# sram_fifo_ctrl

==> src/rtl/sram_fifo_ctrl.sv <==
// FIFO controller that keeps its words in an external single-port synchronous SRAM.
// Pops take priority over pushes; read data comes back two cycles after an accepted pop.
module sram_fifo_ctrl #(
  parameter int ADDRESS_BITS = 5,
  parameter int DATA_WIDTH   = 8,
  parameter int NUM_REG      = 32
) (
  input  logic                    clk,
  input  logic                    reset_n,
  input  logic                    push,
  input  logic [DATA_WIDTH-1:0]   push_data,
  output logic                    push_ready,
  input  logic                    pop,
  output logic                    pop_ready,
  output logic [DATA_WIDTH-1:0]   dout,
  output logic                    dout_valid,
  output logic                    full,
  output logic                    empty,
  output logic [ADDRESS_BITS:0]   count,
  output logic                    mem_cs,
  output logic                    mem_we,
  output logic                    mem_rd,
  output logic [ADDRESS_BITS-1:0] mem_addr,
  output logic [DATA_WIDTH-1:0]   mem_wr_data,
  input  logic [DATA_WIDTH-1:0]   mem_rd_data
);

  typedef enum logic {IDLE, RD_WAIT} state_t;

  localparam logic [ADDRESS_BITS-1:0] LAST_IDX = ADDRESS_BITS'(NUM_REG - 1);
  localparam logic [ADDRESS_BITS:0]   DEPTH    = (ADDRESS_BITS + 1)'(NUM_REG);
  localparam logic [ADDRESS_BITS-1:0] PTR_ONE  = ADDRESS_BITS'(1);
  localparam logic [ADDRESS_BITS:0]   CNT_ONE  = (ADDRESS_BITS + 1)'(1);

  state_t                  state;
  state_t                  state_next;
  logic [ADDRESS_BITS-1:0] wr_ptr;
  logic [ADDRESS_BITS-1:0] rd_ptr;
  logic                    pop_acc;
  logic                    push_acc;

  // Depth need not be a power of two, so wrap explicitly at the last slot.
  function automatic logic [ADDRESS_BITS-1:0] next_ptr(input logic [ADDRESS_BITS-1:0] ptr);
    return (ptr == LAST_IDX) ? '0 : ptr + PTR_ONE;
  endfunction

  assign empty      = (count == '0);
  assign full       = (count == DEPTH);
  assign pop_ready  = (state == IDLE) && !empty;
  assign pop_acc    = pop && pop_ready;
  assign push_ready = !full && !pop_acc;
  assign push_acc   = push && push_ready;

  always_comb begin
    state_next  = IDLE;
    mem_cs      = 1'b0;
    mem_we      = 1'b0;
    mem_rd      = 1'b1;
    mem_addr    = wr_ptr;
    mem_wr_data = push_data;
    if (pop_acc) begin
      state_next = RD_WAIT;
      mem_cs     = 1'b1;
      mem_rd     = 1'b0;
      mem_addr   = rd_ptr;
    end else if (push_acc) begin
      mem_cs = 1'b1;
      mem_we = 1'b1;
    end
  end

  always_ff @(posedge clk or negedge reset_n) begin
    if (!reset_n) begin
      state  <= IDLE;
      wr_ptr <= '0;
      rd_ptr <= '0;
      count  <= '0;
    end else begin
      state <= state_next;
      if (pop_acc) begin
        rd_ptr <= next_ptr(rd_ptr);
        count  <= count - CNT_ONE;
      end else if (push_acc) begin
        wr_ptr <= next_ptr(wr_ptr);
        count  <= count + CNT_ONE;
      end
    end
  end

  // The SRAM word is on mem_rd_data throughout RD_WAIT; capture it as that cycle ends.
  always_ff @(posedge clk or negedge reset_n) begin
    if (!reset_n) begin
      dout       <= '0;
      dout_valid <= 1'b0;
    end else begin
      dout_valid <= (state == RD_WAIT);
      if (state == RD_WAIT) begin
        dout <= mem_rd_data;
      end
    end
  end

endmodule

==> config.mk <==
export PLATFORM = sky130hd
export DESIGN_NAME = sram_fifo_ctrl
export DESIGN_NICKNAME = d
export VERILOG_FILES = /design/src/rtl/sram_fifo_ctrl.sv
export SDC_FILE = /design/constraint.sdc
export NUM_CORES = 1
export LEC_CHECK = 0
export ABC_AREA = 0
export CAP_MARGIN = 10
export CORE_AREA = 8 8 67 69
export DETAILED_ROUTE_END_ITERATION = 10
export DIE_AREA = 0 0 75 77
export PLACE_DENSITY = 0.77
export SKIP_CTS_REPAIR_TIMING = 1
export SYNTH_ARGS = -nofsm -noshare
export SYNTH_HDL_FRONTEND = slang
export SYNTH_SLANG_ARGS = --single-unit
==> constraint.sdc <==
create_clock -name clk -period 3.45 [get_ports clk]
set_clock_uncertainty 0.05 [all_clocks]
set_input_delay 0.345 -clock clk [delete_from_list [all_inputs] [get_ports clk]]
set_output_delay 0.345 -clock clk [all_outputs]
set_load 0.1 [all_outputs]
# lbm_sequencer

**src/rtl/lbm_sequencer.sv**
```systemverilog
// lbm_sequencer: phase controller for the lattice-Boltzmann pipeline.
// Runs setup, then collide/stream pairs paced to the display frame.
module lbm_sequencer #(
  parameter int HPIXELS         = 320,
  parameter int VPIXELS         = 180,
  parameter int STEPS_PER_FRAME = 4,
  parameter int TIMEOUT_CYCLES  = 2*HPIXELS*VPIXELS+64,
  localparam int SW = $clog2(STEPS_PER_FRAME+1),
  localparam int CW = $clog2(TIMEOUT_CYCLES+1)
) (
  input  logic          clk_in,
  input  logic          rst_n_in,
  input  logic          start_in,
  input  logic          restart_in,
  input  logic          pause_in,
  input  logic [1:0]    setup_choice_in,
  input  logic          frame_sync_in,
  input  logic          setup_done_in,
  input  logic          collide_done_in,
  input  logic          stream_done_in,
  output logic          setup_start_out,
  output logic          collide_start_out,
  output logic          stream_start_out,
  output logic [1:0]    setup_choice_out,
  output logic [1:0]    owner_out,
  output logic [SW-1:0] step_out,
  output logic [15:0]   frames_out,
  output logic          busy_out,
  output logic          fault_out
);

  localparam logic [2:0] S_IDLE    = 3'd0;
  localparam logic [2:0] S_SETUP   = 3'd1;
  localparam logic [2:0] S_COLLIDE = 3'd2;
  localparam logic [2:0] S_STREAM  = 3'd3;
  localparam logic [2:0] S_WAIT    = 3'd4;
  localparam logic [2:0] S_FAULT   = 3'd5;

  logic [2:0]    state;
  logic [2:0]    nxt;
  logic          go;
  logic          pending;
  logic [CW-1:0] cnt;
  logic          phase;
  logic          done;
  logic          tmo;
  logic          rst_req;
  logic          last_step;
  logic [1:0]    nxt_owner;

  assign phase   = (state == S_SETUP) || (state == S_COLLIDE) ||
                   (state == S_STREAM);
  assign tmo     = phase && (cnt == CW'(TIMEOUT_CYCLES-1));
  assign rst_req = pending || restart_in;
  assign last_step = (int'(step_out) + 1) >= STEPS_PER_FRAME;

  // done is only accepted from the second cycle of a phase onward
  always_comb begin
    done = 1'b0;
    if (cnt != '0) begin
      unique case (1'b1)
        (state == S_SETUP):   done = setup_done_in;
        (state == S_COLLIDE): done = collide_done_in;
        (state == S_STREAM):  done = stream_done_in;
        default:              done = 1'b0;
      endcase
    end
  end

  always_comb begin
    nxt = state;
    go  = 1'b0;
    unique case (state)
      S_IDLE: begin
        if (start_in || restart_in) begin
          nxt = S_SETUP;
          go  = 1'b1;
        end
      end
      S_SETUP, S_COLLIDE, S_STREAM: begin
        if (done) begin
          go = 1'b1;
          if (rst_req)
            nxt = S_SETUP;
          else if (state == S_SETUP)
            nxt = S_COLLIDE;
          else if (state == S_COLLIDE)
            nxt = S_STREAM;
          else if (last_step)
            nxt = S_WAIT;
          else
            nxt = S_COLLIDE;
        end else if (tmo) begin
          nxt = S_FAULT;
          go  = 1'b1;
        end
      end
      S_WAIT: begin
        if (restart_in) begin
          nxt = S_SETUP;
          go  = 1'b1;
        end else if (frame_sync_in && !pause_in) begin
          nxt = S_COLLIDE;
          go  = 1'b1;
        end
      end
      S_FAULT: begin
        if (restart_in) begin
          nxt = S_SETUP;
          go  = 1'b1;
        end
      end
      default: begin
        nxt = S_IDLE;
        go  = 1'b1;
      end
    endcase
  end

  always_comb begin
    nxt_owner = 2'd0;
    unique case (nxt)
      S_SETUP:   nxt_owner = 2'd1;
      S_COLLIDE: nxt_owner = 2'd2;
      S_STREAM:  nxt_owner = 2'd3;
      default:   nxt_owner = 2'd0;
    endcase
  end

  always_ff @(posedge clk_in or negedge rst_n_in) begin
    if (!rst_n_in) begin
      state             <= S_IDLE;
      pending           <= 1'b0;
      cnt               <= '0;
      setup_start_out   <= 1'b0;
      collide_start_out <= 1'b0;
      stream_start_out  <= 1'b0;
      setup_choice_out  <= 2'd0;
      owner_out         <= 2'd0;
      step_out          <= '0;
      frames_out        <= 16'd0;
      busy_out          <= 1'b0;
      fault_out         <= 1'b0;
    end else begin
      setup_start_out   <= 1'b0;
      collide_start_out <= 1'b0;
      stream_start_out  <= 1'b0;
      if (go) begin
        state             <= nxt;
        pending           <= 1'b0;
        cnt               <= '0;
        setup_start_out   <= (nxt == S_SETUP);
        collide_start_out <= (nxt == S_COLLIDE);
        stream_start_out  <= (nxt == S_STREAM);
        owner_out         <= nxt_owner;
        busy_out          <= (nxt_owner != 2'd0);
        fault_out         <= (nxt == S_FAULT);
        if (nxt == S_SETUP)
          setup_choice_out <= setup_choice_in;
        if (state == S_SETUP && nxt == S_COLLIDE)
          step_out <= '0;
        if (state == S_STREAM && nxt == S_COLLIDE)
          step_out <= step_out + SW'(1);
        if (state == S_STREAM && nxt == S_WAIT) begin
          step_out   <= '0;
          frames_out <= frames_out + 16'd1;
        end
      end else begin
        if (phase) begin
          cnt <= cnt + CW'(1);
          if (restart_in)
            pending <= 1'b1;
        end
      end
    end
  end

endmodule

```
**config.mk**
```make
export PLATFORM = sky130hd
export DESIGN_NAME = lbm_sequencer
export DESIGN_NICKNAME = d
export VERILOG_FILES = /design/src/rtl/lbm_sequencer.sv
export SDC_FILE = /design/constraint.sdc
export NUM_CORES = 1
export LEC_CHECK = 0
export CORE_UTILIZATION = 40
export DETAILED_ROUTE_END_ITERATION = 16
export PLACE_DENSITY_LB_ADDON = 0.12
export SLEW_MARGIN = 20
export SYNTH_ARGS = -nofsm -noshare
export SYNTH_HDL_FRONTEND = slang
export SYNTH_SLANG_ARGS = --single-unit
```
**constraint.sdc**
```tcl
create_clock -name clk_in -period 6.6 [get_ports clk_in]
set_input_delay 0.66 -clock clk_in [delete_from_list [all_inputs] [get_ports clk_in]]
set_output_delay 0.66 -clock clk_in [all_outputs]
set_load 0.02 [all_outputs]
```
# dmem_arbiter

`src/rtl/dmem_pkg.sv`:
```
// Shared definitions for the data-memory arbiter: RISC-V load/store size
// encodings, the default word-address width, the registered load context
// and the access-legality check used by the aligner.
package dmem_pkg;

  localparam int unsigned DMEM_ADDR_W = 15;

  // RISC-V funct3 encodings for loads/stores
  localparam logic [2:0] MEMOP_B  = 3'b000;
  localparam logic [2:0] MEMOP_H  = 3'b001;
  localparam logic [2:0] MEMOP_W  = 3'b010;
  localparam logic [2:0] MEMOP_BU = 3'b100;
  localparam logic [2:0] MEMOP_HU = 3'b101;

  // Load formatting context captured at the grant edge
  typedef struct packed {
    logic [2:0] memop;
    logic [1:0] off;
  } ld_ctx_t;

  // 1 when the access is misaligned or uses an encoding illegal for its direction
  function automatic logic memop_bad(input logic we, input logic [2:0] memop,
                                     input logic [1:0] off);
    logic bad;
    bad = 1'b0;
    case (memop)
      MEMOP_B:  bad = 1'b0;
      MEMOP_H:  bad = off[0];
      MEMOP_W:  bad = |off;
      MEMOP_BU: bad = we;
      MEMOP_HU: bad = we | off[0];
      default:  bad = 1'b1;
    endcase
    return bad;
  endfunction

endpackage

```
`src/rtl/dmem_align.sv`:
```
// Combinational sub-word aligner.
// Store side: st_we/st_off/st_memop/st_wdata -> byteena_c, data_c, err_c
//   (lane enables, lane-replicated write data, illegal-access flag).
// Load side: ld_off/ld_memop/ld_word -> rdata_c (extracted and extended).
module dmem_align
  import dmem_pkg::*;
(
  input  logic        st_we,
  input  logic [1:0]  st_off,
  input  logic [2:0]  st_memop,
  input  logic [31:0] st_wdata,
  output logic [3:0]  byteena_c,
  output logic [31:0] data_c,
  output logic        err_c,
  input  logic [1:0]  ld_off,
  input  logic [2:0]  ld_memop,
  input  logic [31:0] ld_word,
  output logic [31:0] rdata_c
);

  logic [31:0] ld_shift;

  // Store lane selection; data is replicated so every lane carries the value
  always_comb begin
    err_c     = memop_bad(st_we, st_memop, st_off);
    byteena_c = 4'b0000;
    data_c    = st_wdata;
    case (st_memop[1:0])
      2'b00: begin
        byteena_c = 4'b0001 << st_off;
        data_c    = {4{st_wdata[7:0]}};
      end
      2'b01: begin
        byteena_c = 4'b0011 << st_off;
        data_c    = {2{st_wdata[15:0]}};
      end
      default: byteena_c = 4'b1111;
    endcase
    if (err_c) byteena_c = 4'b0000;
  end

  // Load extraction: bring the addressed lane down to bit 0, then extend
  always_comb begin
    ld_shift = ld_word >> {ld_off, 3'b000};
    case (ld_memop)
      MEMOP_B:  rdata_c = {{24{ld_shift[7]}}, ld_shift[7:0]};
      MEMOP_BU: rdata_c = {24'd0, ld_shift[7:0]};
      MEMOP_H:  rdata_c = {{16{ld_shift[15]}}, ld_shift[15:0]};
      MEMOP_HU: rdata_c = {16'd0, ld_shift[15:0]};
      default:  rdata_c = ld_shift;
    endcase
  end

endmodule

```
`src/rtl/dmem_arbiter.sv`:
```
// Data-memory arbiter between the CPU load/store unit and a DMA/debug port.
// CPU side: cpu_req/we/memop/addr/wdata in; cpu_gnt (comb), cpu_rvalid,
//   cpu_rdata, cpu_err out (one cycle after grant).
// DMA side: dma_req/we/addr/be/wdata in; dma_gnt (comb), dma_rvalid,
//   dma_rdata out.
// Memory side: mem_wraddress/rdaddress/wren/byteena/data out (comb), mem_q in.
// CPU has priority; after STARVE_MAX CPU grants with DMA waiting, DMA wins.
module dmem_arbiter
  import dmem_pkg::*;
#(
  parameter int unsigned ADDR_W     = DMEM_ADDR_W,
  parameter int unsigned STARVE_MAX = 4
) (
  input  logic              clock,
  input  logic              resetn,
  input  logic              cpu_req,
  input  logic              cpu_we,
  input  logic [2:0]        cpu_memop,
  input  logic [ADDR_W+1:0] cpu_addr,
  input  logic [31:0]       cpu_wdata,
  output logic              cpu_gnt,
  output logic              cpu_rvalid,
  output logic [31:0]       cpu_rdata,
  output logic              cpu_err,
  input  logic              dma_req,
  input  logic              dma_we,
  input  logic [ADDR_W-1:0] dma_addr,
  input  logic [3:0]        dma_be,
  input  logic [31:0]       dma_wdata,
  output logic              dma_gnt,
  output logic              dma_rvalid,
  output logic [31:0]       dma_rdata,
  output logic [ADDR_W-1:0] mem_wraddress,
  output logic [ADDR_W-1:0] mem_rdaddress,
  output logic              mem_wren,
  output logic [3:0]        mem_byteena,
  output logic [31:0]       mem_data,
  input  logic [31:0]       mem_q
);

  localparam int unsigned STARVE_W = 4;
  localparam logic [STARVE_W-1:0] STARVE_LIM = STARVE_W'(STARVE_MAX);

  logic [STARVE_W-1:0] starve_q, starve_d;
  logic                cpu_rvalid_q, cpu_rvalid_d;
  logic                cpu_err_q, cpu_err_d;
  logic                dma_rvalid_q, dma_rvalid_d;
  logic [31:0]         dma_rdata_q, dma_rdata_d;
  logic [31:0]         ld_word_q, ld_word_d;
  ld_ctx_t             ld_ctx_q, ld_ctx_d;

  logic [3:0]          st_byteena;
  logic [31:0]         st_data;
  logic                st_err;
  logic                cpu_ld_go;
  logic [ADDR_W-1:0]   mem_addr;

  dmem_align u_align (
    .st_we     (cpu_we),
    .st_off    (cpu_addr[1:0]),
    .st_memop  (cpu_memop),
    .st_wdata  (cpu_wdata),
    .byteena_c (st_byteena),
    .data_c    (st_data),
    .err_c     (st_err),
    .ld_off    (ld_ctx_q.off),
    .ld_memop  (ld_ctx_q.memop),
    .ld_word   (ld_word_q),
    .rdata_c   (cpu_rdata)
  );

  // Grant: CPU first unless DMA has waited out its starvation budget
  always_comb begin
    cpu_gnt = cpu_req && !(dma_req && (starve_q == STARVE_LIM));
    dma_gnt = dma_req && !cpu_gnt;
  end

  // Memory port steering; illegal CPU accesses are granted but issue nothing
  always_comb begin
    mem_addr    = '0;
    mem_wren    = 1'b0;
    mem_byteena = 4'b0000;
    mem_data    = 32'd0;
    if (cpu_gnt && !st_err) begin
      mem_addr    = cpu_addr[ADDR_W+1:2];
      mem_wren    = cpu_we;
      mem_byteena = cpu_we ? st_byteena : 4'b0000;
      mem_data    = cpu_we ? st_data : 32'd0;
    end else if (dma_gnt) begin
      mem_addr    = dma_addr;
      mem_wren    = dma_we;
      mem_byteena = dma_we ? dma_be : 4'b0000;
      mem_data    = dma_wdata;
    end
  end

  assign mem_wraddress = mem_addr;
  assign mem_rdaddress = mem_addr;

  // Response capture and starvation tracking
  always_comb begin
    cpu_ld_go    = cpu_gnt && !cpu_we && !st_err;
    cpu_rvalid_d = cpu_ld_go;
    cpu_err_d    = cpu_gnt && st_err;
    ld_ctx_d     = ld_ctx_q;
    ld_word_d    = ld_word_q;
    if (cpu_ld_go) begin
      ld_ctx_d.memop = cpu_memop;
      ld_ctx_d.off   = cpu_addr[1:0];
      ld_word_d      = mem_q;
    end
    dma_rvalid_d = dma_gnt && !dma_we;
    dma_rdata_d  = dma_rvalid_d ? mem_q : dma_rdata_q;
    starve_d     = starve_q;
    if (!dma_req || dma_gnt) begin
      starve_d = '0;
    end else if (cpu_gnt && (starve_q != STARVE_LIM)) begin
      starve_d = starve_q + 4'd1;
    end
  end

  always_ff @(posedge clock or negedge resetn) begin
    if (!resetn) begin
      starve_q     <= '0;
      cpu_rvalid_q <= 1'b0;
      cpu_err_q    <= 1'b0;
      dma_rvalid_q <= 1'b0;
      dma_rdata_q  <= 32'd0;
      ld_word_q    <= 32'd0;
      ld_ctx_q     <= '0;
    end else begin
      starve_q     <= starve_d;
      cpu_rvalid_q <= cpu_rvalid_d;
      cpu_err_q    <= cpu_err_d;
      dma_rvalid_q <= dma_rvalid_d;
      dma_rdata_q  <= dma_rdata_d;
      ld_word_q    <= ld_word_d;
      ld_ctx_q     <= ld_ctx_d;
    end
  end

  assign cpu_rvalid = cpu_rvalid_q;
  assign cpu_err    = cpu_err_q;
  assign dma_rvalid = dma_rvalid_q;
  assign dma_rdata  = dma_rdata_q;

endmodule

```
`config.mk`:
```
export PLATFORM = sky130hd
export DESIGN_NAME = dmem_arbiter
export DESIGN_NICKNAME = d
export VERILOG_FILES = /design/src/rtl/dmem_pkg.sv /design/src/rtl/dmem_align.sv /design/src/rtl/dmem_arbiter.sv
export SDC_FILE = /design/constraint.sdc
export NUM_CORES = 1
export LEC_CHECK = 0
export CAP_MARGIN = 20
export CORE_MARGIN = 5
export CORE_UTILIZATION = 36
export DETAILED_ROUTE_END_ITERATION = 10
export PLACE_DENSITY = 0.85
export SKIP_CTS_REPAIR_TIMING = 1
export SYNTH_ARGS = -nofsm -noshare
export SYNTH_HDL_FRONTEND = slang
export SYNTH_SLANG_ARGS = --single-unit
```
`constraint.sdc`:
```
create_clock -name clock -period 2.9 [get_ports clock]
set_input_delay 0.87 -clock clock [delete_from_list [all_inputs] [get_ports clock]]
set_output_delay 0.87 -clock clock [all_outputs]
set_load 0.01 [all_outputs]
```
# ps2_arrow_decoder_flat

$ cat src/rtl/ps2_arrow_if.sv
// Bundles the PS/2 line inputs and the decoded direction/debug outputs of ps2_arrow_decoder.
// The master side is the keyboard/consumer end; the slave side is the decoder.
interface ps2_arrow_if;
    logic       ps2_clk;
    logic       ps2_data;
    logic       up;
    logic       down;
    logic       left;
    logic       right;
    logic [7:0] rx_byte;
    logic       byte_valid;
    logic       frame_err;

    modport master (
        output ps2_clk, ps2_data,
        input  up, down, left, right, rx_byte, byte_valid, frame_err
    );

    modport slave (
        input  ps2_clk, ps2_data,
        output up, down, left, right, rx_byte, byte_valid, frame_err
    );
endinterface

$ cat src/rtl/ps2_arrow_decoder.sv
// PS/2 Set-2 receiver and arrow-key decoder producing level-held direction flags.
// Optional macro PS2_WASD_EN: non-extended W/S/A/D also drive up/down/left/right.
module ps2_arrow_decoder #(
    parameter int TIMEOUT_CYCLES = 100000,
    parameter int CNT_W          = 17
) (
    input  logic       clk,
    input  logic       rst_sys,
    ps2_arrow_if.slave bus
);
    typedef enum logic [1:0] {
        ST_IDLE   = 2'd0,
        ST_DATA   = 2'd1,
        ST_PARITY = 2'd2,
        ST_STOP   = 2'd3
    } rx_state_e;

    localparam logic [CNT_W-1:0] TIMEOUT_LIMIT = CNT_W'(TIMEOUT_CYCLES);
    localparam logic [CNT_W-1:0] CNT_ONE       = {{(CNT_W-1){1'b0}}, 1'b1};
    localparam logic [7:0] CODE_EXT   = 8'hE0;
    localparam logic [7:0] CODE_BRK   = 8'hF0;
    localparam logic [7:0] CODE_UP    = 8'h75;
    localparam logic [7:0] CODE_DOWN  = 8'h72;
    localparam logic [7:0] CODE_LEFT  = 8'h6B;
    localparam logic [7:0] CODE_RIGHT = 8'h74;
`ifdef PS2_WASD_EN
    localparam logic [7:0] CODE_W     = 8'h1D;
    localparam logic [7:0] CODE_S     = 8'h1B;
    localparam logic [7:0] CODE_A     = 8'h1C;
    localparam logic [7:0] CODE_D     = 8'h23;
`endif

    // Odd parity: the 8 data bits plus the parity bit must contain an odd number of ones.
    function automatic logic odd_parity_ok(input logic [7:0] data, input logic par);
        return ^{data, par};
    endfunction

    logic ps2_clk_s1_q, ps2_clk_s2_q, ps2_clk_s3_q;
    logic ps2_data_s1_q, ps2_data_s2_q;
    logic fe_s;

    rx_state_e        state_q;
    logic [2:0]       bit_idx_q;
    logic [7:0]       shift_q;
    logic             par_q;
    logic [CNT_W-1:0] tmo_cnt_q;
    logic [7:0]       rx_byte_q;
    logic             byte_valid_q;
    logic             frame_err_q;

    logic       ext_q, ext_d;
    logic       brk_q, brk_d;
    logic [3:0] arrow_q, arrow_d;   // bit 0 up, 1 down, 2 left, 3 right
    logic [3:0] dir_q;
`ifdef PS2_WASD_EN
    logic [3:0] letter_q, letter_d;
`endif

    // Synchronizers for the asynchronous PS/2 lines; reset to the idle-high bus level.
    always_ff @(posedge clk or posedge rst_sys) begin
        if (rst_sys) begin
            ps2_clk_s1_q  <= 1'b1;
            ps2_clk_s2_q  <= 1'b1;
            ps2_clk_s3_q  <= 1'b1;
            ps2_data_s1_q <= 1'b1;
            ps2_data_s2_q <= 1'b1;
        end else begin
            ps2_clk_s1_q  <= bus.ps2_clk;
            ps2_clk_s2_q  <= ps2_clk_s1_q;
            ps2_clk_s3_q  <= ps2_clk_s2_q;
            ps2_data_s1_q <= bus.ps2_data;
            ps2_data_s2_q <= ps2_data_s1_q;
        end
    end

    assign fe_s = ps2_clk_s3_q & ~ps2_clk_s2_q;

    // Frame receiver FSM with inactivity timeout; emits byte_valid / frame_err pulses.
    always_ff @(posedge clk or posedge rst_sys) begin
        if (rst_sys) begin
            state_q      <= ST_IDLE;
            bit_idx_q    <= 3'd0;
            shift_q      <= 8'h00;
            par_q        <= 1'b0;
            tmo_cnt_q    <= '0;
            rx_byte_q    <= 8'h00;
            byte_valid_q <= 1'b0;
            frame_err_q  <= 1'b0;
        end else begin
            byte_valid_q <= 1'b0;
            frame_err_q  <= 1'b0;

            if ((state_q == ST_IDLE) || fe_s) begin
                tmo_cnt_q <= '0;
            end else begin
                tmo_cnt_q <= tmo_cnt_q + CNT_ONE;
            end

            // A stalled partial frame is abandoned without emitting a byte.
            if ((state_q != ST_IDLE) && !fe_s && (tmo_cnt_q == TIMEOUT_LIMIT)) begin
                state_q     <= ST_IDLE;
                frame_err_q <= 1'b1;
            end else if (fe_s) begin
                case (state_q)
                    ST_IDLE: begin
                        if (!ps2_data_s2_q) begin
                            state_q   <= ST_DATA;
                            bit_idx_q <= 3'd0;
                        end else begin
                            state_q <= ST_IDLE;
                        end
                    end
                    ST_DATA: begin
                        shift_q[bit_idx_q] <= ps2_data_s2_q;
                        bit_idx_q          <= bit_idx_q + 3'd1;
                        if (bit_idx_q == 3'd7) begin
                            state_q <= ST_PARITY;
                        end else begin
                            state_q <= ST_DATA;
                        end
                    end
                    ST_PARITY: begin
                        par_q   <= ps2_data_s2_q;
                        state_q <= ST_STOP;
                    end
                    ST_STOP: begin
                        if (ps2_data_s2_q && odd_parity_ok(shift_q, par_q)) begin
                            rx_byte_q    <= shift_q;
                            byte_valid_q <= 1'b1;
                        end else begin
                            frame_err_q <= 1'b1;
                        end
                        state_q <= ST_IDLE;
                    end
                    default: begin
                        state_q <= ST_IDLE;
                    end
                endcase
            end else begin
                state_q <= state_q;
            end
        end
    end

    // Make/break sequence decoder; acts in the same cycle as the byte_valid / frame_err pulse.
    always_comb begin
        ext_d   = ext_q;
        brk_d   = brk_q;
        arrow_d = arrow_q;
`ifdef PS2_WASD_EN
        letter_d = letter_q;
`endif
        if (frame_err_q) begin
            ext_d = 1'b0;
            brk_d = 1'b0;
        end else if (byte_valid_q) begin
            case (rx_byte_q)
                CODE_EXT: ext_d = 1'b1;
                CODE_BRK: brk_d = 1'b1;
                default: begin
                    if (ext_q) begin
                        case (rx_byte_q)
                            CODE_UP:    arrow_d[0] = ~brk_q;
                            CODE_DOWN:  arrow_d[1] = ~brk_q;
                            CODE_LEFT:  arrow_d[2] = ~brk_q;
                            CODE_RIGHT: arrow_d[3] = ~brk_q;
                            default:    arrow_d    = arrow_q;
                        endcase
                    end else begin
`ifdef PS2_WASD_EN
                        case (rx_byte_q)
                            CODE_W:  letter_d[0] = ~brk_q;
                            CODE_S:  letter_d[1] = ~brk_q;
                            CODE_A:  letter_d[2] = ~brk_q;
                            CODE_D:  letter_d[3] = ~brk_q;
                            default: letter_d    = letter_q;
                        endcase
`else
                        arrow_d = arrow_q;
`endif
                    end
                    ext_d = 1'b0;
                    brk_d = 1'b0;
                end
            endcase
        end else begin
            ext_d = ext_q;
            brk_d = brk_q;
        end
    end

    // Decoder state and registered direction outputs.
    always_ff @(posedge clk or posedge rst_sys) begin
        if (rst_sys) begin
            ext_q    <= 1'b0;
            brk_q    <= 1'b0;
            arrow_q  <= 4'b0000;
            dir_q    <= 4'b0000;
`ifdef PS2_WASD_EN
            letter_q <= 4'b0000;
`endif
        end else begin
            ext_q    <= ext_d;
            brk_q    <= brk_d;
            arrow_q  <= arrow_d;
`ifdef PS2_WASD_EN
            letter_q <= letter_d;
            dir_q    <= arrow_d | letter_d;
`else
            dir_q    <= arrow_d;
`endif
        end
    end

    assign bus.up         = dir_q[0];
    assign bus.down       = dir_q[1];
    assign bus.left       = dir_q[2];
    assign bus.right      = dir_q[3];
    assign bus.rx_byte    = rx_byte_q;
    assign bus.byte_valid = byte_valid_q;
    assign bus.frame_err  = frame_err_q;
endmodule
$ cat src/flat_wrapper.sv
// flat-port wrapper written by rule: the top's interface ports become plain ports
module ps2_arrow_decoder_flat 
#(
    parameter int TIMEOUT_CYCLES = 100000,
    parameter int CNT_W          = 17
)
  (clk, rst_sys, bus_ps2_clk, bus_ps2_data, bus_up, bus_down, bus_left, bus_right, bus_rx_byte, bus_byte_valid, bus_frame_err);
  ps2_arrow_if bus_i ();
  input  logic clk;
  input  logic rst_sys;
  input wire logic [$bits(bus_i.ps2_clk)-1:0] bus_ps2_clk;
  input wire logic [$bits(bus_i.ps2_data)-1:0] bus_ps2_data;
  output wire logic [$bits(bus_i.up)-1:0] bus_up;
  output wire logic [$bits(bus_i.down)-1:0] bus_down;
  output wire logic [$bits(bus_i.left)-1:0] bus_left;
  output wire logic [$bits(bus_i.right)-1:0] bus_right;
  output wire logic [$bits(bus_i.rx_byte)-1:0] bus_rx_byte;
  output wire logic [$bits(bus_i.byte_valid)-1:0] bus_byte_valid;
  output wire logic [$bits(bus_i.frame_err)-1:0] bus_frame_err;
  assign bus_i.ps2_clk = bus_ps2_clk;
  assign bus_i.ps2_data = bus_ps2_data;
  assign bus_up = bus_i.up;
  assign bus_down = bus_i.down;
  assign bus_left = bus_i.left;
  assign bus_right = bus_i.right;
  assign bus_rx_byte = bus_i.rx_byte;
  assign bus_byte_valid = bus_i.byte_valid;
  assign bus_frame_err = bus_i.frame_err;
  ps2_arrow_decoder #(.TIMEOUT_CYCLES(TIMEOUT_CYCLES), .CNT_W(CNT_W)) u_core (.clk(clk), .rst_sys(rst_sys), .bus(bus_i));
endmodule
$ cat config.mk
export PLATFORM = sky130hd
export DESIGN_NAME = ps2_arrow_decoder_flat
export DESIGN_NICKNAME = d
export VERILOG_FILES = /design/src/rtl/ps2_arrow_if.sv /design/src/rtl/ps2_arrow_decoder.sv /design/src/flat_wrapper.sv
export SDC_FILE = /design/constraint.sdc
export NUM_CORES = 1
export LEC_CHECK = 0
export ABC_AREA = 1
export CAP_MARGIN = 10
export CORE_ASPECT_RATIO = 0.9
export CORE_UTILIZATION = 40
export CTS_BUF_LIST = sky130_fd_sc_hd__clkbuf_8
export DETAILED_ROUTE_END_ITERATION = 12
export HOLD_SLACK_MARGIN = 0.12
export PLACE_DENSITY = 0.55
export SYNTH_ARGS = -nofsm -noshare
export SYNTH_HDL_FRONTEND = slang
export SYNTH_SLANG_ARGS = --single-unit
export TNS_END_PERCENT = 10
$ cat constraint.sdc
create_clock -name clk -period 5.4 [get_ports clk]
set_clock_uncertainty 0.2 [all_clocks]
set_input_delay 1.62 -clock clk [delete_from_list [all_inputs] [get_ports clk]]
set_output_delay 1.62 -clock clk [all_outputs]
set_load 0.05 [all_outputs]
==> sram_fifo_ctrl/floorplan.png <==
Drawn at 6 px/um. Pins as bars on the die edge. Tap cells in gray.
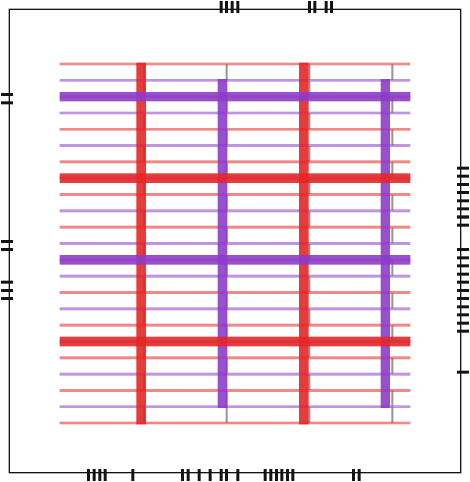
[purple] VDD
[red] VSS
met5 straps: 4
signal pins: 55
tap cells: 48
met4 straps: 4
Floorplan Core Area: 3500 um^2
die outline height: 77 um
horizontal die dimension: 75 um

==> run notes, sram_fifo_ctrl <==
Quick summary of the implementation run below.

The setup slack of the worst register-to-register path is ~470 ps. The number of buffers and inverters on the critical path came out at 1. In the per-layer breakdown of the detailed-route log, met1 shows ~1300 um.

The count of endpoints failing hold in the final timing report is 0. The worst register-to-register path has a depth of 9.

The proportion of synthesized flip-flops having asynchronous set or reset is 100%. The simple-gate area share of the yosys netlist came out at 17.5%. For reference, compound AND-OR and OR-AND cells occupy between 10% and 20% of the area reported after synthesis.

The top cell type's share of synthesized area came out at a little under half. The capturing instance or port of the critical path is count[5]$_DFFE_PN0P_. Per the run report, area growth between synthesis and finish was 28.5%. The depth of the critical timing path with buffers and inverters included is 9. The peak-usage layer in the global routing report is met2. The final-layout clock buffer total is 3.

The script logs the mean routed wire length per placed instance as around 14 um. Summing the sequential cell areas from Yosys gives between 40% and 50% of the chip area. The launch point of the critical path was reported as count[2]$_DFFE_PN0P_. Among all flip-flop cells after synthesis, the most frequent one is sky130_fd_sc_hd__dfrtp_1.

Yosys instantiated no cell more often than sky130_fd_sc_hd__nand2_1. The top-level port count is around 55. The capture point of the worst register-to-register path is recorded as count[5]$_DFFE_PN0P_. The number of sinks handled by clock tree synthesis came out at 26. The slew at the pin closest to its max-slew limit is between 900 and 1000 ps. The maximum number of pins on one net before global-route repair is 27. For this design, the slowest cell found on the critical path is sky130_fd_sc_hd__a2111oi_1. In this run, synthesis produced a sequential element count of 26. The type of destination of the critical path is a flop.

In this run the clock root is driven by a sky130_fd_sc_hd__clkbuf_4. The flow ran to the end, and the final reports show no timing, DRC or antenna violations. The cell area reported after detailed placement is 1790 um^2.

The placer congestion estimate came out at 0.809. The cell count after synthesis came out at about 150. The number of buffer cells added on primary ports came out at 38.

The time the final worst path needs with I/O delays and setup came out at between 2000 and 3000 ps. The total tool warning count came out at 26. The starting density of the core is roughly 41%. Per the CTS log, the buffer count on the longest clock path is 2. After routing, the total negative slack on setup checks comes to 0 ps.

The global routing report lists met2 layer usage as approximately a fifth. The finished cells cover approximately 1800 um^2. The synthesis report lists the most area-consuming cells as sky130_fd_sc_hd__dfrtp_1 45%, sky130_fd_sc_hd__nand2_1 7.8%, sky130_fd_sc_hd__mux2_2 7.1%. Recorded from the global router log, the overflow total was 0.
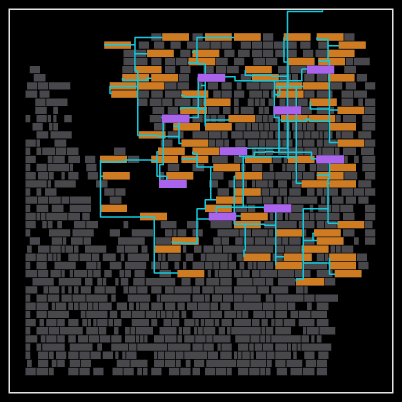
(dmem_arbiter/clock_wires.png)
Drawn at 3 px/um.
[cyan] clock wires | length: 979 um
[orange] flip-flops | count: 76
[purple] clock-net drivers | count: 9
routed clock nets: 10

==> dmem_arbiter/floorplan.png <==
Drawn at 4 px/um. Pins as bars on the die edge. Tap cells in gray.
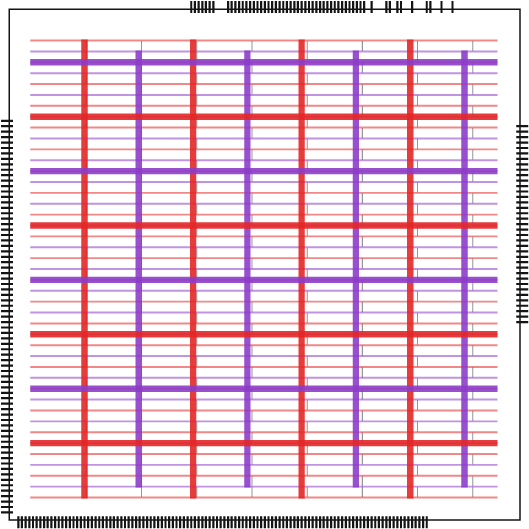
[purple] VDD
[red] VSS
met4 straps: 8
signal pins: 277
met5 straps: 8
die outline height: 127 um
horizontal die dimension: 127 um
Floorplan Core Area: 13300 um^2

==> run notes, dmem_arbiter <==
Quick summary of the implementation run below.

The layout contains a multi-input combinational cell count of roughly 340. STA lists the startpoint of the worst register-to-register path as starve_q[1]$_DFFE_PN0P_. The cell count after synthesis came out at 499. The synthesized area came out at 4950 um^2. In this run the most critical hold path is launched from dma_rdata[10]$_DFFE_PN0P_. The run finished, with violations left.

Endpoints with negative setup slack in the final report add up to ~67. The worst clock skew on the final layout came out at about 8.1 ps. The final timing report gives a worst setup slack of -254 ps. The worst slew slack as a fraction of its limit came out at a little over a third. The worst setup path is launched from an input port. After synthesis, the design contains about 500 cells according to Yosys. The proportion of final cell area spent on non-clock buffers came out at 37.8%. By count the netlist is led by 76 x sky130_fd_sc_hd__dfrtp_1, 53 x sky130_fd_sc_hd__mux2_2, 38 x sky130_fd_sc_hd__o22ai_1, 35 x sky130_fd_sc_hd__nand2_1, 25 x sky130_fd_sc_hd__nand3_1. The mean routed wirelength per cell came out at between 20 and 25 um.

The sequential fraction of total cell area is between 10% and 20%. The count of warnings emitted by yosys came out at 0. The required time of the critical path came out at 2030 ps. The fraction of synthesized area in multiplexers is 23.1%. The worst setup path is of the in -> out kind. The leading area contributor after synthesis is sky130_fd_sc_hd__dfrtp_1. The clock latency reported for the late side of the worst-skew pair is ~330 ps. The final core utilization came out at 71.7%. Among logic cells in the layout, the one with the most instances is sky130_fd_sc_hd__clkdlybuf4s50_1. The number of cells on the worst hold path is listed as 1. met2 is the most crowded layer. The floorplan die area came out at 16200 um^2. The final reports fail on setup timing.

The layout-stage area growth over the synthesis result is 93.1%. The maximum level of the CTS H-tree came out at 3. The instance count after placement with tap cells included came out at 973.

In the final layout, the share of cells above drive strength 1 is a little over two fifths. The final global-route overflow total came out at 0.
==> dmem_arbiter: worst reg2reg max path, stage by stage, from the launching register on <==
cell and delay [ps]:
sky130_fd_sc_hd__dfrtp_1 380, sky130_fd_sc_hd__inv_1 70, sky130_fd_sc_hd__ha_2 200, sky130_fd_sc_hd__buf_6 100, sky130_fd_sc_hd__nand3b_1 170, sky130_fd_sc_hd__a211oi_4 320, sky130_fd_sc_hd__buf_12 240, sky130_fd_sc_hd__mux2_2 410
==> dmem_arbiter: routing by layer <==
layer,routed length [um],part of all wire [%]
met5,0,0
met4,943,4.1
met3,1780,7.8
met2,11800,52
met1,8270,36
==> lbm_sequencer/congestion_map.png <==
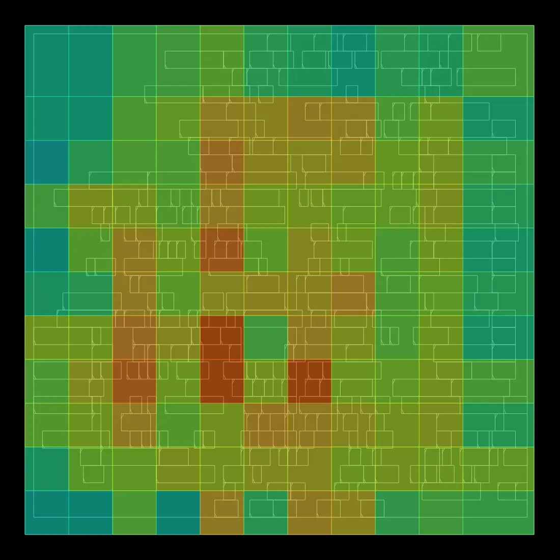
GR peak layer: met2
met2 layer usage reported by global route: 25.0%

==> run notes, lbm_sequencer <==
Quick summary of the implementation run below.

The instance count after placement with tap cells included came out at roughly 350. The leading area contributor after synthesis is sky130_fd_sc_hd__dfrtp_1. For this sky-water flow run, the detailed-routed wirelength per cell is reported as approximately 13 um. For reference, compound AND-OR and OR-AND cells occupy around 8.8% of the area reported after synthesis.

At the worst endpoint, the arrival time is 3020 ps. The met3 wirelength from detailed routing is about 160 um. The distinct cell type count after synthesis is roughly 40. Traced cell by cell, the critical path runs through o21bai_1 -> nor3_1 -> nand3_1 -> o211ai_1 -> a21oi_1 -> or3_4 -> mux2_4. In the final layout, the share of cells above drive strength 1 is 7.34%. Post-route period utilization is reported as a little over two fifths.

The run finished with clean final reports. Of the combinational cells, the family taking the most area is simple AND/OR/NAND/NOR gates. After floorplanning, the core was divided into 28 placement rows. In the synthesis report, Yosys lists the chip area as roughly 2400 um^2. The maximum level of the CTS H-tree is 2. The count of library flops with an enable pin came out at 0. The slowest cell on the critical path is sky130_fd_sc_hd__dfrtp_1. The setup slack of the worst register-to-register path is about 3800 ps.

The post-cts repair resize count came out at 0. For the worst-skew pair, the clock arrives at the later sink with an insertion delay of around 300 ps. The amount of wire on met2 after detailed routing is 2100 um. The routed length on met1 came out at roughly 2300 um. The cell area reported after detailed placement came out at 2900 um^2. The fraction of synthesized area in multiplexers came out at about 2.1%.

The most critical min-delay path falls under in -> async. Per the CTS log, the root buffer master is sky130_fd_sc_hd__clkbuf_8. The floorplan report lists the tap cell count as ~75. In the global route stage, met3 resource usage came out at between 3 and 4%. The required time of the critical path came out at 6790 ps. The finished design was reported to have a net count of approximately 300. The final total negative setup slack came out at 0 ps.

The area of all sequential standard cells came out at about 1200 um^2. Leaving out the clock tree, the finished layout contains a buffer count of 39.

The total core area is between 5000 and 6000 um^2. The count of antenna-violating nets left after detailed routing is 0. All stages included, the depth of the critical timing path comes to 7. Hold-check failures listed in the final report amount to 0.

The number of global-route vias before repair came to between 1500 and 2000. The top cell type's share of synthesized area came out at between 50% and 60%. The logic share of the area came out at between 30% and 40%. The number of antenna violations at the first check in global routing was 0. The floorplan die width is about 80 um.
## lbm_sequencer: kinds of logic after synthesis
family | Yosys count
flip-flops | 49
multiplexers | 4
buffers and inverters | 22
XOR/XNOR | 30
AND-OR/OR-AND | 33
AND/OR/NAND/NOR | 104
adder cells (fa/ha/maj) | 4
## lbm_sequencer: state kept, by name, summed over array words and instances, names as in the netlist
signal             flops
stream_start_out       1
setup_choice_out       2
setup_start_out        1
frames_out            16
busy_out               1
cnt                   17
step_out               3
owner_out              2
collide_start_out      1
fault_out              1
state                  3
pending                1
==> ps2_arrow_decoder_flat/floorplan.png <==
Drawn at 6 px/um. Pins as bars on the die edge. Tap cells in gray.
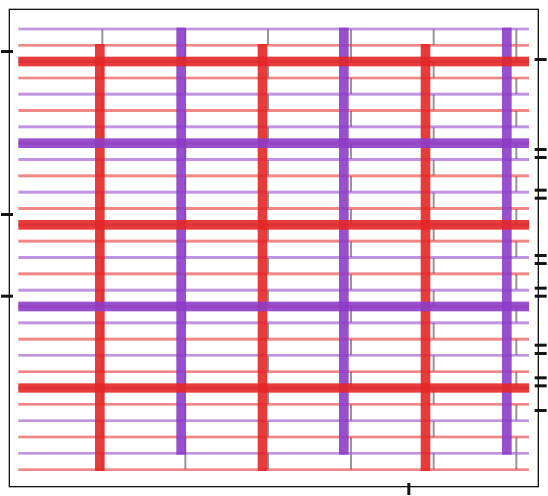
[red] VSS
[purple] VDD
tap cells: 87
met1 rails: 28

==> run notes, ps2_arrow_decoder_flat <==
Quick summary of the implementation run below.

The clock latency reported for the late side of the worst-skew pair is around 300 ps. The final cell area excluding filler cells is slightly above 3000 um^2. The most common logic cell in the final layout is sky130_fd_sc_hd__nand2_1.

The area fraction in full adders, half adders and majority gates came out at 1.88%. The die outline height came out at roughly 79 um.

The amount of wire on met2 after detailed routing is about 2100 um. The maximum root-to-sink buffer count is 2. The number of buffers and inverters on the critical path is 1.

The setup slack of the worst register-to-register path came out at about 3400 ps. The number of sinks handled by clock tree synthesis came out at between 50 and 60. The number of nets in the finished design came out at 360. The flow ran to the end, and the final reports show no timing, DRC or antenna violations. Hold timing on the final database bottoms out at a slack of 161 ps.

Per the detail_route report, routed wire per instance is about 11 um. Looking at the hold checks, the worst path lands on u_core.ps2_data_s2_q$_DFF_PP1_. The average instance area after synthesis is slightly above 8 um^2. Setup repair after global routing left no endpoint under its margin. Looking at the global route congestion table, the highest-usage layer is met2.

The number of filler cells placed in the layout came out at 620. The peak per-stage delay on the critical path came out at ~840 ps. The worst setup path is launched from a flop. The source of the worst hold timing path is u_core.ps2_data_s1_q$_DFF_PP1_. The vias after detailed routing came out at 2108.

The number of hold buffers added after CTS was 0.
ps2_arrow_decoder_flat: cells by family (layout without fill, tap and decap cells):
family / after synthesis / in the layout
AOI/OAI and AO/OA: 51 / 51
DFF: 52 / 52
buffers and inverters: 52 / 76
adders and majority gates: 4 / 4
xor gates and xnor gates: 4 / 4
and+or+nand+nor: 166 / 166
ps2_arrow_decoder_flat: final cells by class:
type                       count  share of cell area (%)
multi-input combinational    225                    38.0
tap                           87                    3.59
clock inverter                 3                   0.537
sequential                    52                    43.2
timing repair buffer          18                    6.28
clock buffer                   5                    2.27
inverter                      50                    6.20

# fibo_gen

<file path="config.mk">
export PLATFORM = sky130hd
export DESIGN_NAME = fibo_gen
export DESIGN_NICKNAME = d
export VERILOG_FILES = /design/src/rtl/fibo_gen.sv
export SDC_FILE = /design/constraint.sdc
export NUM_CORES = 1
export LEC_CHECK = 0
export CAP_MARGIN = 10
export CORE_MARGIN = 2
export CORE_UTILIZATION = 44
export DETAILED_ROUTE_END_ITERATION = 7
export PLACE_DENSITY = 0.68
export SLEW_MARGIN = 20
export SYNTH_ARGS = -nofsm -noshare
export SYNTH_HDL_FRONTEND = slang
export SYNTH_SLANG_ARGS = --single-unit
export TNS_END_PERCENT = 1
</file>
<file path="constraint.sdc">
create_clock -name clk -period 3.1 [get_ports clk]
set_input_delay 0.31 -clock clk [delete_from_list [all_inputs] [get_ports clk]]
set_output_delay 0.31 -clock clk [all_outputs]
set_load 0.05 [all_outputs]
</file>
<file path="src/rtl/fibo_gen.sv">
// fibo_gen: Fibonacci term generator with valid/ready output and overflow tracking
//   clk        rising-edge clock
//   rst        asynchronous active-low reset
//   start      begin a sequence (accepted only in IDLE), latching seed0, seed1 and count
//   out_data   current term, out_idx its 0-based index, out_valid/out_ready handshake
//   busy       not IDLE; done is a one-cycle end pulse; ovf is sticky overflow of this sequence
module fibo_gen #(
  parameter int WIDTH = 16,
  parameter int IDX_W = 8,
  parameter int MODE  = 0
) (
  input  logic             clk,
  input  logic             rst,
  input  logic             start,
  input  logic [WIDTH-1:0] seed0,
  input  logic [WIDTH-1:0] seed1,
  input  logic [IDX_W-1:0] count,
  output logic [WIDTH-1:0] out_data,
  output logic [IDX_W-1:0] out_idx,
  output logic             out_valid,
  input  logic             out_ready,
  output logic             busy,
  output logic             done,
  output logic             ovf
);
  typedef enum logic [1:0] {IDLE, RUN, DONE} state_t;
  state_t state, state_nx;
  logic [WIDTH-1:0] fa, fb;
  logic fb_bad;
  logic [IDX_W-1:0] idx, cnt;
  logic [WIDTH:0] sum;
  logic hs, last, stop;
  assign sum = {1'b0, fa} + {1'b0, fb};
  assign hs = (state == RUN) && out_ready;
  assign last = idx == cnt - 1'b1;
  // fb_bad marks the term about to be emitted; in stop mode it ends the run instead
  assign stop = last || (MODE == 1 && fb_bad);
  assign out_data = fa;
  assign out_idx = idx;
  assign out_valid = state == RUN;
  assign busy = state != IDLE;
  assign done = state == DONE;
  always_comb begin
    state_nx = state == IDLE ? (start ? (count == '0 ? DONE : RUN) : IDLE) :
               state == RUN  ? (hs && stop ? DONE : RUN) : IDLE;
  end
  always_ff @(posedge clk or negedge rst) begin
    if (!rst) begin
      state <= IDLE;
      fa <= '0;
      fb <= '0;
      fb_bad <= 1'b0;
      idx <= '0;
      cnt <= '0;
      ovf <= 1'b0;
    end else begin
      state <= state_nx;
      if (state == IDLE && start) begin
        ovf <= 1'b0;
        cnt <= count;
        // an empty sequence leaves the visible term and index untouched
        if (count != '0) begin
          fa <= seed0;
          fb <= seed1;
          fb_bad <= 1'b0;
          idx <= '0;
        end
      end else if (hs) begin
        ovf <= ovf | fb_bad;
        if (!stop) begin
          fa <= fb;
          fb <= sum[WIDTH-1:0];
          fb_bad <= sum[WIDTH] | fb_bad;
          idx <= idx + 1'b1;
        end
      end
    end
  end
endmodule

</file>
==> run notes <==
Quick summary of the implementation run below.

Per STA, the worst path accumulates the most delay in the family AND-OR/OR-AND gates. The amount of wire on met2 after detailed routing came out at roughly 3800 um. Summed over all sequential cells, the power is 0.00132 W. Clock tree synthesis found a total of around 52 sinks.

The share of synthesized cell area in and-or and or-and compound cells is approximately 14%. The die outline height came out at slightly above 90 um. The instance count after placement with tap cells included came out at about 550. By area, the combinational part of the netlist is dominated by simple AND/OR/NAND/NOR gates. The setup slack of the worst register-to-register path is ~370 ps. The area fraction in full adders, half adders and majority gates is between 7 and 8%.

The leakage dissipation came out at 1.89 nW. The number of iterations in the first detailed-routing pass came out at 4. The global routing usage on met1 came out at approximately a quarter. The tally of max-capacitance violations is 0. The antenna diode count came out at 0.

The slowest stage of the critical path belongs to the cell sky130_fd_sc_hd__dfrtp_1. The share of cells above drive strength 1 came out at between 10 and 15%. After clock tree synthesis, the flow added hold-fix buffers numbering 0.

For this block, the initial DRC count from the detailed router was approximately 90. The netlist uses between 40 and 50 different library cells. The time the final worst path needs with I/O delays and setup came out at between 2000 and 3000 ps. The CTS clock-pin slew for the worst setup and hold paths came out at ~100 ps. The xor and xnor fraction of the mapped netlist area is under 10%. Setup repair after global routing left no endpoint under its margin. The met2 track demand over resource came out at about a third. The sequential share of the synthesized area came out at a little under two fifths.

The mean routed wirelength per cell is 14.4 um. The maximum root-to-sink buffer count came out at 2. The placer congestion estimate came out at 0.889. The count of buffers added by post-CTS timing repair for setup came out at 0. For reference, the critical path cell chain is ha_1 -> a211o_1 -> a2111o_1 -> a31oi_1 -> nand3_1 -> and4_1 -> nor4_1 -> mux2_2. STA puts the critical path data arrival time at between 2000 and 3000 ps. The run finished with clean final reports. The number of DRC violations after detailed routing is 0. STA on the placed design reports a worst setup slack of 387 ps. The worst setup path is launched from a flop. Yosys reports a chip area of roughly 3400 um^2. In the final design database the tool counted 516 nets. The clock H-tree reported by CTS has 2 levels. The final total negative setup slack came out at 0 ps. The critical register-to-register path endpoint is fb[13]$_DFFE_PN0P_.

The cell area reported after detailed placement came out at ~4200 um^2. The combinational power share came out at between 60% and 70%. The number of buffer cells added on primary ports came out at 71.
-- flip-flops by register name (all words and copies together) (netlist names) --
signal,count
ovf,1
out_data,16
state,2
out_idx,8
cnt,8
fb_bad,1
fb,16
-- area by class of cell --
class | count | area (um^2) | share of cell area (%)
Multi-Input combinational cell | 304 | 2000 | 46.3
Sequential cell | 52 | 1300 | 30.2
Inverter | 13 | 48.8 | 1.13
Clock buffer | 8 | 90.1 | 2.09
Timing Repair Buffer | 77 | 751 | 17.4
Tap cell | 102 | 128 | 2.96
==> fibo_gen/floorplan.png <==
Drawn at 4 px/um. Pins as bars on the die edge. Tap cells in gray.
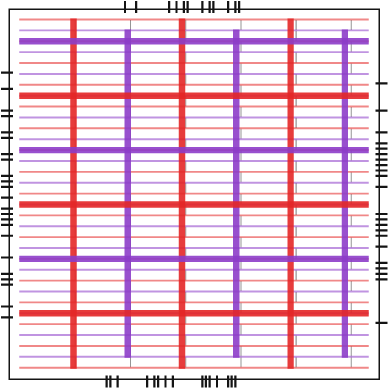
[red] VSS
[purple] VDD
met1 rails: 33
rows: 32
tap cells: 102
met4 straps: 6
Max VDD drop: 0.000612 V
Floorplan Core Area: 7610 um^2

==> fibo_gen/class_map.png <==
Drawn at 4 px/um. Fill, decap, tap and diode cells in gray.
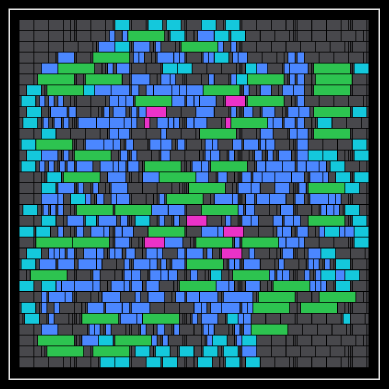
[cyan] remaining buffers and delay cells | cells: 77 | share of their area: 18%
[blue] remaining logic cells | cells: 317 | share of their area: 49%
[green] registers | cells: 52 | share of their area: 31%
[magenta] clock drivers and dummy loads | cells: 8 | share of their area: 2.2%
Design Area, Final: 4320 um^2
share of the core filled with cells: 56.7%
Row Count: 32
share of cell area taken by flip-flops and latches: 30.2%



==> screenshots <==
Clock wires, drivers and flops.
Drawn at 4 px/um.
(a)
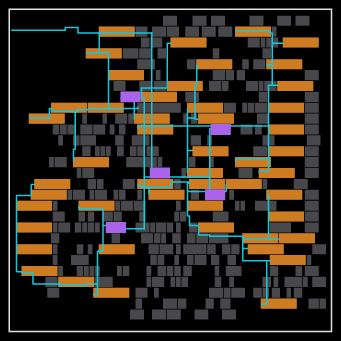
(b)
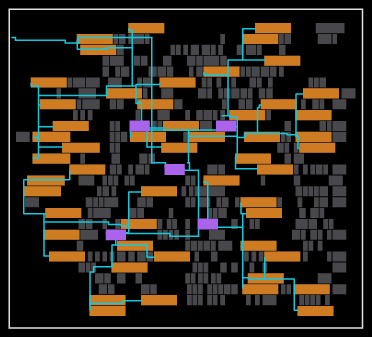
(c)
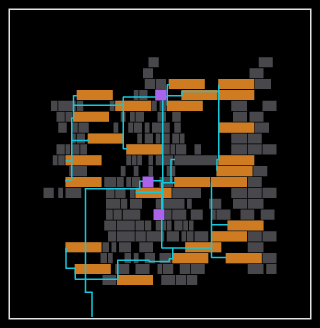
(d)
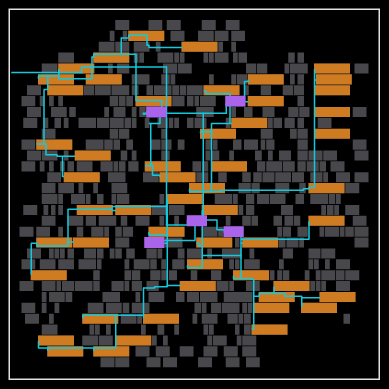
Of these, fewest sequential cells: (c)
Of these, largest die: (d)
- sram_fifo_ctrl = (c)
- ps2_arrow_decoder_flat = (b)
- lbm_sequencer = (a)
- fibo_gen = (d)

Power is estimated from default activity; no workload was simulated.
